=== debug_bridge ===
Fig. 1: debug_bridge, cells colored by class
Scale: 2 px per micron.
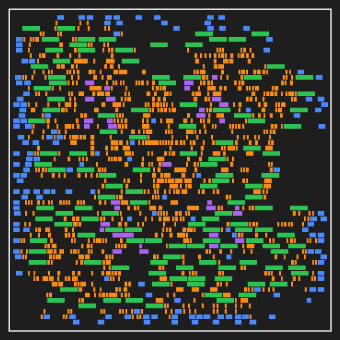

$ cat src/rtl/debug_bridge_pkg.sv
// Shared definitions for the debug bridge: command codes, response constants
// and the controller state encoding.
package debug_bridge_pkg;

   localparam logic [7:0] CMD_NOP         = 8'h00;
   localparam logic [7:0] CMD_ECHO        = 8'h01;
   localparam logic [7:0] CMD_MEM_WRITE   = 8'h02;
   localparam logic [7:0] CMD_MEM_READ    = 8'h03;
   localparam logic [7:0] CMD_VALUE_WRITE = 8'h04;
   localparam logic [7:0] CMD_VALUE_READ  = 8'h05;
   localparam logic [7:0] CMD_MEM_FILL    = 8'h06;

   localparam logic [7:0] ERR_BYTE = 8'hEE;

   localparam logic RW_READ  = 1'b1;
   localparam logic RW_WRITE = 1'b0;

   typedef enum logic [2:0] {
      ST_IDLE,
      ST_HDR,
      ST_WR_DATA,
      ST_FILL,
      ST_RD_ISSUE,
      ST_RD_WAIT,
      ST_VAL_WAIT,
      ST_TX
   } state_t;

   function automatic logic is_cmd(input logic [7:0] c);
      return (c >= CMD_ECHO) && (c <= CMD_MEM_FILL);
   endfunction

endpackage

$ cat src/rtl/debug_tx_serializer.sv
// Loads a VALUE_BYTES word and sends i_nbytes of it MSB first over a
// ready/valid byte stream; o_last flags acceptance of the final byte.
module debug_tx_serializer #(
   parameter int VALUE_BYTES = 2,
   localparam int VW = 8 * VALUE_BYTES,
   localparam int CW = $clog2(VALUE_BYTES + 1)
) (
   input  logic          i_clk,
   input  logic          i_reset_n,
   input  logic          i_load,
   input  logic [VW-1:0] i_word,
   input  logic [CW-1:0] i_nbytes,
   input  logic          i_tx_ready,
   output logic          o_tx_dv,
   output logic [7:0]    o_tx_byte,
   output logic          o_last
);

   logic [VW-1:0] r_word;
   logic [CW-1:0] r_cnt;
   logic          w_accept;

   assign o_tx_dv   = (r_cnt != '0);
   assign w_accept  = o_tx_dv && i_tx_ready;
   assign o_tx_byte = o_tx_dv ? r_word[VW-1 -: 8] : 8'h00;
   assign o_last    = w_accept && (r_cnt == CW'(1));

   always_ff @(posedge i_clk or negedge i_reset_n) begin
      if (!i_reset_n) begin
         r_word <= '0;
         r_cnt  <= '0;
      end else if (i_load) begin
         r_word <= i_word;
         r_cnt  <= i_nbytes;
      end else if (w_accept) begin
         r_word <= r_word << 8;
         r_cnt  <= r_cnt - CW'(1);
      end
   end

endmodule

$ cat src/rtl/debug_bridge.sv
// Byte-stream debug bridge: decodes rx command packets into memory and value
// bus accesses and returns read data / echoes / errors on the tx stream.
module debug_bridge
   import debug_bridge_pkg::*;
#(
   parameter int ADDR_BYTES     = 2,
   parameter int LEN_BYTES      = 2,
   parameter int VALUE_BYTES    = 2,
   parameter int MEM_RD_LATENCY = 1
) (
   input  logic                      i_clk,
   input  logic                      i_reset_n,
   input  logic                      i_rx_dv,
   input  logic [7:0]                i_rx_byte,
   output logic                      o_tx_dv,
   output logic [7:0]                o_tx_byte,
   input  logic                      i_tx_ready,
   output logic [8*ADDR_BYTES-1:0]   o_mem_address,
   output logic                      o_mem_rw,
   output logic                      o_mem_en,
   output logic [7:0]                o_mem_data,
   input  logic [7:0]                i_mem_data,
   output logic [15:0]               o_value_id,
   output logic                      o_value_rw,
   output logic                      o_value_en,
   output logic [8*VALUE_BYTES-1:0]  o_value_data,
   input  logic [8*VALUE_BYTES-1:0]  i_value_data,
   output logic [7:0]                o_debug_cmd,
   output logic [8*LEN_BYTES-1:0]    o_bytes_remaining,
   output logic                      o_busy,
   output logic                      o_rx_overrun
);

   localparam int AW = 8 * ADDR_BYTES;
   localparam int LW = 8 * LEN_BYTES;
   localparam int VW = 8 * VALUE_BYTES;
   localparam int CW = $clog2(VALUE_BYTES + 1);
   localparam logic [3:0] HDR_A   = 4'(ADDR_BYTES);
   localparam logic [3:0] HDR_MEM = 4'(ADDR_BYTES + LEN_BYTES);
   localparam logic [3:0] HDR_VAL = 4'(2 + VALUE_BYTES);
   localparam logic [1:0] RD_WAIT_INIT = 2'(MEM_RD_LATENCY - 1);

   state_t         r_state, w_next;
   logic [7:0]     r_cmd;
   logic [3:0]     r_hdr_cnt;
   logic [AW-1:0]  r_addr;
   logic [LW-1:0]  r_len;
   logic [LW-1:0]  r_remaining;
   logic [7:0]     r_wr_data;
   logic           r_wr_pulse;
   logic [15:0]    r_val_id;
   logic [VW-1:0]  r_val;
   logic           r_val_en;
   logic           r_val_wr;
   logic [1:0]     r_lat;
   logic           r_overrun;

   logic           w_busy, w_rx, w_hdr_last, w_mem_wr, w_val_cmd, w_mem_cmd;
   logic [3:0]     w_hdr_len;
   logic [LW-1:0]  w_len_full, w_len_hdr;
   logic           w_ser_load, w_ser_last;
   logic [VW-1:0]  w_ser_word;
   logic [CW-1:0]  w_ser_n;

   function automatic logic [VW-1:0] msb_word(input logic [7:0] b);
      return VW'(b) << (VW - 8);
   endfunction

   assign w_busy     = !(r_state inside {ST_IDLE, ST_HDR, ST_WR_DATA});
   assign w_rx       = i_rx_dv && !w_busy;
   assign w_val_cmd  = (r_cmd == CMD_VALUE_WRITE) || (r_cmd == CMD_VALUE_READ);
   assign w_mem_cmd  = (r_cmd == CMD_MEM_WRITE) || (r_cmd == CMD_MEM_READ) ||
                       (r_cmd == CMD_MEM_FILL);
   // For write/read the final header byte is the length LSB, still in flight.
   assign w_len_full = (r_len << 8) | LW'(i_rx_byte);
   assign w_len_hdr  = (r_cmd == CMD_MEM_FILL) ? r_len : w_len_full;

   always_comb begin
      case (r_cmd)
         CMD_MEM_WRITE, CMD_MEM_READ: w_hdr_len = HDR_MEM;
         CMD_MEM_FILL:                w_hdr_len = HDR_MEM + 4'd1;
         CMD_VALUE_WRITE:             w_hdr_len = HDR_VAL;
         CMD_VALUE_READ:              w_hdr_len = 4'd2;
         default:                     w_hdr_len = 4'd1;
      endcase
   end

   assign w_hdr_last = (r_state == ST_HDR) && w_rx && (r_hdr_cnt == w_hdr_len - 4'd1);

   always_ff @(posedge i_clk or negedge i_reset_n) begin
      if (!i_reset_n) r_state <= ST_IDLE;
      else            r_state <= w_next;
   end

   always_comb begin
      w_next     = r_state;
      w_ser_load = 1'b0;
      w_ser_word = '0;
      w_ser_n    = '0;
      case (r_state)
         ST_IDLE: begin
            if (w_rx && is_cmd(i_rx_byte)) begin
               w_next = ST_HDR;
            end else if (w_rx && i_rx_byte != CMD_NOP) begin
               w_next     = ST_TX;
               w_ser_load = 1'b1;
               w_ser_word = msb_word(ERR_BYTE);
               w_ser_n    = CW'(1);
            end
         end
         ST_HDR: begin
            if (w_hdr_last) begin
               case (r_cmd)
                  CMD_ECHO: begin
                     w_next     = ST_TX;
                     w_ser_load = 1'b1;
                     w_ser_word = msb_word(i_rx_byte);
                     w_ser_n    = CW'(1);
                  end
                  CMD_MEM_WRITE:  w_next = (w_len_hdr == '0) ? ST_IDLE : ST_WR_DATA;
                  CMD_MEM_READ:   w_next = (w_len_hdr == '0) ? ST_IDLE : ST_RD_ISSUE;
                  CMD_MEM_FILL:   w_next = (w_len_hdr == '0) ? ST_IDLE : ST_FILL;
                  CMD_VALUE_READ: w_next = ST_VAL_WAIT;
                  default:        w_next = ST_IDLE;
               endcase
            end
         end
         ST_WR_DATA: if (w_rx && r_remaining == LW'(1)) w_next = ST_IDLE;
         ST_FILL:    if (r_remaining == LW'(1)) w_next = ST_IDLE;
         ST_RD_ISSUE: w_next = ST_RD_WAIT;
         ST_RD_WAIT: begin
            if (r_lat == 2'd0) begin
               w_next     = ST_TX;
               w_ser_load = 1'b1;
               w_ser_word = msb_word(i_mem_data);
               w_ser_n    = CW'(1);
            end
         end
         ST_VAL_WAIT: begin
            if (r_lat == 2'd0) begin
               w_next     = ST_TX;
               w_ser_load = 1'b1;
               w_ser_word = i_value_data;
               w_ser_n    = CW'(VALUE_BYTES);
            end
         end
         ST_TX: begin
            if (w_ser_last)
               w_next = (r_cmd == CMD_MEM_READ && r_remaining != '0) ? ST_RD_ISSUE : ST_IDLE;
         end
         default: w_next = ST_IDLE;
      endcase
   end

   // Header capture: multi-byte fields shift in big-endian.
   always_ff @(posedge i_clk or negedge i_reset_n) begin
      if (!i_reset_n) begin
         r_cmd     <= CMD_NOP;
         r_hdr_cnt <= '0;
         r_len     <= '0;
         r_val_id  <= '0;
         r_val     <= '0;
      end else if (r_state == ST_IDLE && w_rx && i_rx_byte != CMD_NOP) begin
         r_cmd     <= i_rx_byte;
         r_hdr_cnt <= '0;
      end else if (r_state == ST_HDR && w_rx) begin
         r_hdr_cnt <= r_hdr_cnt + 4'd1;
         if (w_val_cmd) begin
            if (r_hdr_cnt < 4'd2) r_val_id <= {r_val_id[7:0], i_rx_byte};
            else                  r_val    <= (r_val << 8) | VW'(i_rx_byte);
         end else if (w_mem_cmd && r_hdr_cnt >= HDR_A && r_hdr_cnt < HDR_MEM) begin
            r_len <= (r_len << 8) | LW'(i_rx_byte);
         end
      end
   end

   always_ff @(posedge i_clk or negedge i_reset_n) begin
      if (!i_reset_n) begin
         r_addr <= '0;
      end else if (r_state == ST_HDR && w_rx && w_mem_cmd && r_hdr_cnt < HDR_A) begin
         r_addr <= (r_addr << 8) | AW'(i_rx_byte);
      end else if (w_mem_wr || (r_state == ST_TX && w_ser_last && r_cmd == CMD_MEM_READ)) begin
         r_addr <= r_addr + AW'(1);
      end
   end

   always_ff @(posedge i_clk or negedge i_reset_n) begin
      if (!i_reset_n) begin
         r_remaining <= '0;
         r_wr_pulse  <= 1'b0;
         r_wr_data   <= '0;
         r_val_en    <= 1'b0;
         r_val_wr    <= 1'b0;
         r_lat       <= '0;
         r_overrun   <= 1'b0;
      end else begin
         r_overrun  <= i_rx_dv && w_busy;
         r_wr_pulse <= (r_state == ST_WR_DATA) && w_rx;
         r_val_en   <= w_hdr_last && w_val_cmd;
         r_val_wr   <= w_hdr_last && (r_cmd == CMD_VALUE_WRITE);

         if (r_state == ST_WR_DATA && w_rx)
            r_wr_data <= i_rx_byte;
         else if (w_hdr_last && r_cmd == CMD_MEM_FILL)
            r_wr_data <= i_rx_byte;

         if (w_hdr_last && w_mem_cmd)
            r_remaining <= w_len_hdr;
         else if ((r_state == ST_WR_DATA && w_rx) || r_state == ST_FILL || r_state == ST_RD_ISSUE)
            r_remaining <= r_remaining - LW'(1);

         // Value reads see data one cycle after the enable pulse.
         if (w_hdr_last && r_cmd == CMD_VALUE_READ)
            r_lat <= 2'd1;
         else if (r_state == ST_RD_ISSUE)
            r_lat <= RD_WAIT_INIT;
         else if ((r_state == ST_RD_WAIT || r_state == ST_VAL_WAIT) && r_lat != 2'd0)
            r_lat <= r_lat - 2'd1;
      end
   end

   debug_tx_serializer #(.VALUE_BYTES(VALUE_BYTES)) u_ser (
      .i_clk      (i_clk),
      .i_reset_n  (i_reset_n),
      .i_load     (w_ser_load),
      .i_word     (w_ser_word),
      .i_nbytes   (w_ser_n),
      .i_tx_ready (i_tx_ready),
      .o_tx_dv    (o_tx_dv),
      .o_tx_byte  (o_tx_byte),
      .o_last     (w_ser_last)
   );

   assign w_mem_wr          = r_wr_pulse || (r_state == ST_FILL);
   assign o_mem_en          = w_mem_wr || (r_state == ST_RD_ISSUE);
   assign o_mem_rw          = w_mem_wr ? RW_WRITE : RW_READ;
   assign o_mem_address     = o_mem_en ? r_addr : '0;
   assign o_mem_data        = w_mem_wr ? r_wr_data : 8'h00;

   assign o_value_en        = r_val_en;
   assign o_value_rw        = (r_val_en && r_val_wr) ? RW_WRITE : RW_READ;
   assign o_value_id        = r_val_en ? r_val_id : 16'h0000;
   assign o_value_data      = (r_val_en && r_val_wr) ? r_val : '0;

   assign o_debug_cmd       = (r_state == ST_IDLE) ? CMD_NOP : r_cmd;
   assign o_bytes_remaining = r_remaining;
   assign o_busy            = w_busy;
   assign o_rx_overrun      = r_overrun;

endmodule

$ cat config.mk
export PLATFORM = sky130hd
export DESIGN_NAME = debug_bridge
export DESIGN_NICKNAME = d
export VERILOG_FILES = /design/src/rtl/debug_bridge_pkg.sv /design/src/rtl/debug_tx_serializer.sv /design/src/rtl/debug_bridge.sv
export SDC_FILE = /design/constraint.sdc
export NUM_CORES = 1
export LEC_CHECK = 0
export ABC_AREA = 1
export ABC_CLOCK_PERIOD_IN_PS = 4540
export CORE_UTILIZATION = 30
export CTS_BUF_LIST = sky130_fd_sc_hd__clkbuf_8
export DETAILED_ROUTE_END_ITERATION = 6
export PLACE_DENSITY = 0.47
export SKIP_LAST_GASP = 1
export SYNTH_ARGS = -nofsm -noshare
export SYNTH_HDL_FRONTEND = slang
export SYNTH_SLANG_ARGS = --single-unit
export TNS_END_PERCENT = 5
$ cat constraint.sdc
create_clock -name i_clk -period 4.54 [get_ports i_clk]
set_input_delay 1.362 -clock i_clk [delete_from_list [all_inputs] [get_ports i_clk]]
set_output_delay 1.362 -clock i_clk [all_outputs]
set_load 0.05 [all_outputs]
=== clock_div_ctrl ===
[config.mk]
export PLATFORM = sky130hd
export DESIGN_NAME = clock_div_ctrl
export DESIGN_NICKNAME = d
export VERILOG_FILES = /design/src/rtl/clk_ctrl_pkg.sv /design/src/rtl/sync_edge.sv /design/src/rtl/clock_div_ctrl.sv
export SDC_FILE = /design/constraint.sdc
export NUM_CORES = 1
export LEC_CHECK = 0
export CAP_MARGIN = 25
export CORE_UTILIZATION = 45
export DETAILED_ROUTE_END_ITERATION = 10
export PLACE_DENSITY = 0.8
export SYNTH_ARGS = -nofsm -noshare
export SYNTH_HDL_FRONTEND = slang
export SYNTH_HIERARCHICAL = 1
export SYNTH_SLANG_ARGS = --single-unit
[constraint.sdc]
create_clock -name CLOCK -period 2.7 [get_ports CLOCK]
set_clock_uncertainty 0.1 [all_clocks]
set_input_delay 0.675 -clock CLOCK [delete_from_list [all_inputs] [get_ports CLOCK]]
set_output_delay 0.675 -clock CLOCK [all_outputs]
set_load 0.03 [all_outputs]
[src/rtl/clk_ctrl_pkg.sv]
// rtl/clk_ctrl_pkg.sv - mode/state types and State output encodings for clock_div_ctrl
package clk_ctrl_pkg;

    typedef enum logic [1:0] {
        RUN          = 2'b00,
        STEP         = 2'b01,
        HALT         = 2'b10,
        RUN_TO_BREAK = 2'b11
    } mode_t;

    typedef enum logic [1:0] {
        LOW   = 2'd0,
        HIGH  = 2'd1,
        PAUSE = 2'd2
    } state_t;

    localparam logic [1:0] STATE_ENC_LOW   = 2'd0;
    localparam logic [1:0] STATE_ENC_HIGH  = 2'd1;
    localparam logic [1:0] STATE_ENC_PAUSE = 2'd2;

endpackage

[src/rtl/sync_edge.sv]
// rtl/sync_edge.sv - multi-flop synchronizer plus rising-edge detector for asynchronous inputs
module sync_edge #(
    parameter int STAGES = 2
) (
    input  logic clk,
    input  logic rst,
    input  logic async_in,
    output logic rise
);

    logic [STAGES-1:0] sync_q;
    logic [STAGES-1:0] sync_d;
    logic              prev_q;
    logic              prev_d;

    always_comb begin
        sync_d = {sync_q[STAGES-2:0], async_in};
        prev_d = sync_q[STAGES-1];
        rise   = sync_q[STAGES-1] & ~prev_q;
    end

    always_ff @(posedge clk or posedge rst) begin
        if (rst) begin
            sync_q <= '0;
            prev_q <= 1'b0;
        end else begin
            sync_q <= sync_d;
            prev_q <= prev_d;
        end
    end

endmodule

[src/rtl/clock_div_ctrl.sv]
// rtl/clock_div_ctrl.sv - programmable CPU clock divider with run/step/halt/breakpoint gating
import clk_ctrl_pkg::*;

module clock_div_ctrl #(
    parameter int DIV_W       = 8,
    parameter int CNT_W       = 32,
    parameter int SYNC_STAGES = 2
) (
    input  logic             CLOCK,
    input  logic             Reset,
    input  logic [1:0]       Mode,
    input  logic [DIV_W-1:0] HalfPeriod,
    input  logic             Step,
    input  logic [31:0]      BreakAddr,
    input  logic [31:0]      PC,
    output logic             ClockDIV,
    output logic             Halted,
    output logic [1:0]       State,
    output logic [CNT_W-1:0] CpuCycles
);

    state_t           state_q, state_d;
    logic [DIV_W-1:0] cnt_q, cnt_d;
    logic [DIV_W-1:0] half_q, half_d;
    logic             fresh_q, fresh_d;
    logic             pend_q, pend_d;
    logic [CNT_W-1:0] cyc_q, cyc_d;
    logic             clk_div_q, clk_div_d;
    logic             halted_q, halted_d;

    logic             step_rise;
    logic             go;
    logic             enter_high;
    logic [DIV_W-1:0] half_eff;
    mode_t            mode;

    sync_edge #(.STAGES(SYNC_STAGES)) u_step_sync (
        .clk      (CLOCK),
        .rst      (Reset),
        .async_in (Step),
        .rise     (step_rise)
    );

    always_comb begin
        mode = mode_t'(Mode);
        go   = 1'b0;
        case (mode)
            RUN:          go = 1'b1;
            STEP:         go = pend_q;
            HALT:         go = 1'b0;
            RUN_TO_BREAK: go = (PC != BreakAddr) | pend_q;
        endcase
    end

    // The first LOW after reset has no latched length yet, so it uses the live input.
    assign half_eff = fresh_q ? HalfPeriod : half_q;

    always_comb begin
        state_d    = state_q;
        cnt_d      = cnt_q;
        half_d     = half_q;
        fresh_d    = fresh_q;
        cyc_d      = cyc_q;
        enter_high = 1'b0;

        case (state_q)
            LOW: begin
                fresh_d = 1'b0;
                if (fresh_q) begin
                    half_d = HalfPeriod;
                end
                if (cnt_q == half_eff) begin
                    cnt_d = '0;
                    if (go) begin
                        enter_high = 1'b1;
                    end else begin
                        state_d = PAUSE;
                    end
                end else begin
                    cnt_d = cnt_q + DIV_W'(1);
                end
            end
            HIGH: begin
                if (cnt_q == half_q) begin
                    state_d = LOW;
                    cnt_d   = '0;
                    half_d  = HalfPeriod;
                end else begin
                    cnt_d = cnt_q + DIV_W'(1);
                end
            end
            PAUSE: begin
                cnt_d = '0;
                if (go) begin
                    enter_high = 1'b1;
                end
            end
            default: begin
                state_d = LOW;
                cnt_d   = '0;
            end
        endcase

        if (enter_high) begin
            state_d = HIGH;
            cnt_d   = '0;
            half_d  = HalfPeriod;
            cyc_d   = cyc_q + CNT_W'(1);
        end

        // Depth-one request: an edge coincident with HIGH entry survives as the next request.
        pend_d    = step_rise | (pend_q & ~enter_high);
        clk_div_d = (state_d == HIGH);
        halted_d  = (state_d == PAUSE);
    end

    always_ff @(posedge CLOCK or posedge Reset) begin
        if (Reset) begin
            state_q   <= LOW;
            cnt_q     <= '0;
            half_q    <= '0;
            fresh_q   <= 1'b1;
            pend_q    <= 1'b0;
            cyc_q     <= '0;
            clk_div_q <= 1'b0;
            halted_q  <= 1'b0;
        end else begin
            state_q   <= state_d;
            cnt_q     <= cnt_d;
            half_q    <= half_d;
            fresh_q   <= fresh_d;
            pend_q    <= pend_d;
            cyc_q     <= cyc_d;
            clk_div_q <= clk_div_d;
            halted_q  <= halted_d;
        end
    end

    always_comb begin
        State = STATE_ENC_LOW;
        case (state_q)
            LOW:     State = STATE_ENC_LOW;
            HIGH:    State = STATE_ENC_HIGH;
            PAUSE:   State = STATE_ENC_PAUSE;
            default: State = STATE_ENC_LOW;
        endcase
    end

    assign ClockDIV  = clk_div_q;
    assign Halted    = halted_q;
    assign CpuCycles = cyc_q;

endmodule


==> screenshots <==
Cell density map.
shot_01.png
Scale: 4 px per micron. The die is cut into 9 by 9 equal tiles; dark blue is low, red is high, 0 to 100% covered.
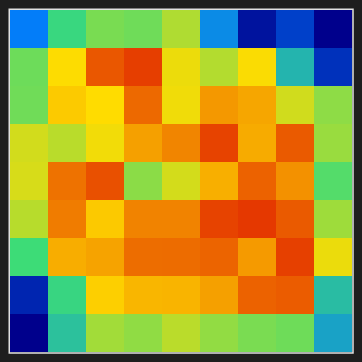
shot_02.png
Scale: 2 px per micron. The die is cut into 16 by 16 equal tiles; dark blue is low, red is high, 0 to 100% covered.
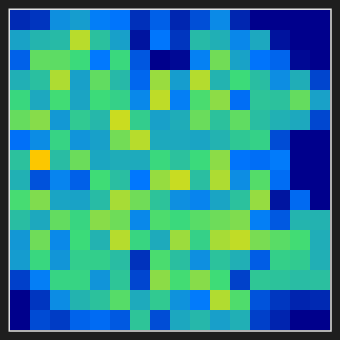
| from | picture |
|---|---|
| clock_div_ctrl | shot_01.png |
| debug_bridge | shot_02.png |
The one with the largest die is shot_02.png.
The one with the highest utilization is shot_01.png.

Fig. 2: clock_div_ctrl, cell outlines without signal wires
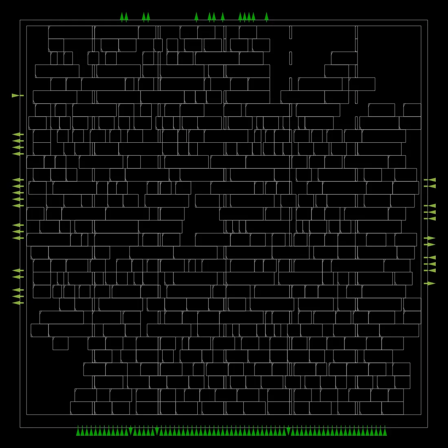
Final Non-Filler Cells: 493
Tap Cells: 80
Post-Route Utilization: 74.0%

==> job_summary.md, clock_div_ctrl <==
### Yosys + OpenROAD results

| Metric | Value |
|---|---|
| Hold buffer count at CTS | 0 |
| Fmax | 376 MHz |
| Max incr delay on CP | 0.56 ns |
| Arrival @ worst endpoint | 2.78 ns |
| CP max stage cell | dfstp_2 |
| Setup CP Type | reg -> reg |
| Inst Count DP | 471 |
| Cell Int Power | 2.13 mW |
| Initial antenna violation count | 0 |
| Routability congestion estimate from global placement | 0.794 |
| Clk pwr | approximately 0.9 mW |
| Most frequent cells in the layout | clkdlybuf4s50_1, dfrtp_1, dlymetal6s2s_1, xor2_1, xnor2_1 |
| Top power group | registers |
| Crit path max-delay family | flip-flops |
| MI comb cells | 208 |
| Outcome | completed |
| Top cell category | multi-input combinational cells |
| Setup repair bufs after CTS | 2 |
| Hold Path Sink | u_step_sync/sync_q[1] |
[clock_div_ctrl: metrics by stage]
stage                     setup slack (ns)  util, %
final                               0.0370     74.0
after global routing               -0.0462     74.0
after CTS                           0.0196     69.1
after detailed placement            -0.433     65.2
after global placement              -0.379     65.2
after floorplan                     0.0701        -
[clock_div_ctrl: flip-flops by register name, indices dropped and copies added (netlist names)]
register	count
Halted	1
state_q	2
u_step_sync/sync_q	2
cnt_q	8
pend_q	1
u_step_sync/prev_q	1
CpuCycles	32
half_q	8
fresh_q	1
ClockDIV	1
[clock_div_ctrl: per-layer routing]
metal  routed length (microns)  share of wire (%)  track usage (%)
met3                       350                4.2             6.83
met1                      3420                 41             25.5
met4                       172                2.1             7.27
met2                      4400                 53             38.2
met5                         0                  0                0
[clock_div_ctrl: worst max path at each step]
stage / startpoint / to / slack [ns]
2_1_floorplan: BreakAddr[20] / half_q[0] / 0.07
3_3_place_gp: HalfPeriod[3] / CpuCycles[21] / -0.38
3_5_place_dp: HalfPeriod[3] / CpuCycles[11] / -0.43
4_1_cts: BreakAddr[18] / half_q[0] / 0.02
5_1_grt: fresh_q / CpuCycles[15] / -0.05
6_report: fresh_q / CpuCycles[21] / 0.04
Fig. 3: debug_bridge, cell outlines without signal wires
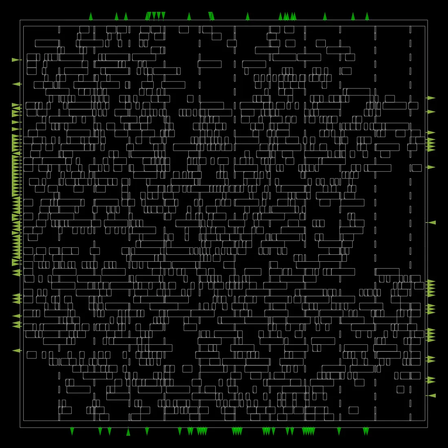
fillcell total: 2617
Core Area: 24500 sq um
Post-Route Utilization: 39.0%
flop share of the area: 33.3%

Fig. 4: debug_bridge, signal wires on met1
Scale: 3 px per micron. Supply wires on this layer in gray.
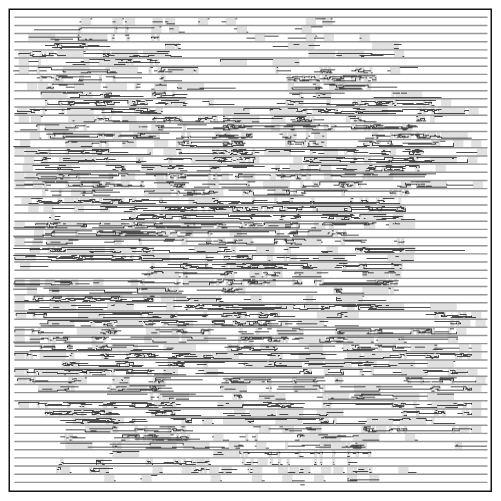
- share of all routed wire: 50%
- longest straight run: 51.1 microns
- main direction: horizontal
- wire length on this layer: 10900 microns
Vias: 6748
drt total wl: 21.7 mm
met1 usage: 25.5%

About Fig. 1:
- purple: clock drivers and dummy loads (cells 32; share of their area 4.3%)
- green: flops (cells 127; share of their area 35%)
- blue: other buffers and delay cells (cells 147; share of their area 16%)
- orange: combinational and other logic (cells 846; share of their area 45%)
Finished Cell Area: 9540 sq um
row cnt: 57

==> job_summary.md, debug_bridge <==
### Yosys + OpenROAD results

| Metric | Value |
|---|---|
| Pre-Place Util | 30.7% |
| Setup crit end kind | output pin |
| Non-clk buf share | approximately 15% |
| DRT iter0 DRCs | 378 |
| H-tree depth | 4 |
| Reg-to-reg critical path startpoint | r_cmd[4] |
| Setup repair bufs after CTS | 0 |
| Aggregate global routing overflow | 0 |
| Outcome | completed |
| Count of tool warnings | 28 |
| Global routing usage on met3 | roughly 3.7% |
| Worst min path class | reg -> reg |
| Combinational gate area | about 3500 sq um |
| Most frequent logic cell in the layout | nand2_1 |
| Dpl hpwl | ~16 mm |
| Count leader, synth | nand2_1 |
| R2R Setup Slk | about 1.5 ns |
| WL met1 | 10.9 mm |
| Inverters | 159 |
| Wire per inst | 14.7 microns |
| DR WL met2 | 9.77 mm |
| Syn nets | 1051 |
-- debug_bridge: cells by family after synthesis --
| family | share of synthesized area, % |
|---|---|
| xor+xnor | 1.75 |
| mux | 2.40 |
| compound gates | 11.0 |
| fa+ha+maj | 1.33 |
| flops | 42.3 |
| buf+inv | 10.7 |
| simple gates | 30.5 |
-- debug_bridge: critical path: stages (launching register included) --
cell	delay, ns
dfrtp_1	0.48
nor2_2	0.18
inv_2	0.07
nor2_1	0.15
inv_1	0.11
nand2_2	0.30
nand2_1	0.10
inv_1	0.07
clkdlybuf4s50_1	0.79
-- debug_bridge: report_power, final --
| part | internal, mW | switching (mW) |
|---|---|---|
| Combinational | 0.923 | 2.03 |
| Clock | 0.472 | 0.512 |
| Sequential | 1.42 | 0.244 |
-- debug_bridge: registers in the layout, summed over array words and instances, names as in the netlist --
signal / cells
r_wr_pulse: 1
o_rx_overrun: 1
r_hdr_cnt: 4
u_ser.r_word: 16
u_ser.r_cnt: 2
r_cmd: 8
r_wr_data: 8
r_val: 16
r_lat: 2
r_val_id: 16
r_val_wr: 1
o_bytes_remaining: 16
r_len: 16
o_value_en: 1
r_addr: 16
r_state: 3


==> screenshots <==
Port wiring.
picture 1
Scale: 3 px per micron.
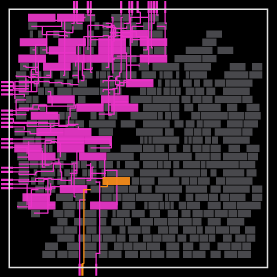
picture 2
Scale: 1.5 px per micron.
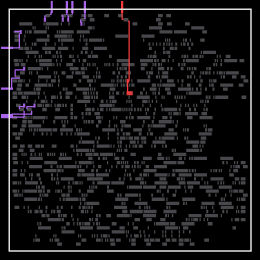
For debug_bridge, see picture 2.
For clock_div_ctrl, see picture 1.
- most cells: picture 2
- largest die: picture 2

Power is estimated from default activity; no workload was simulated.
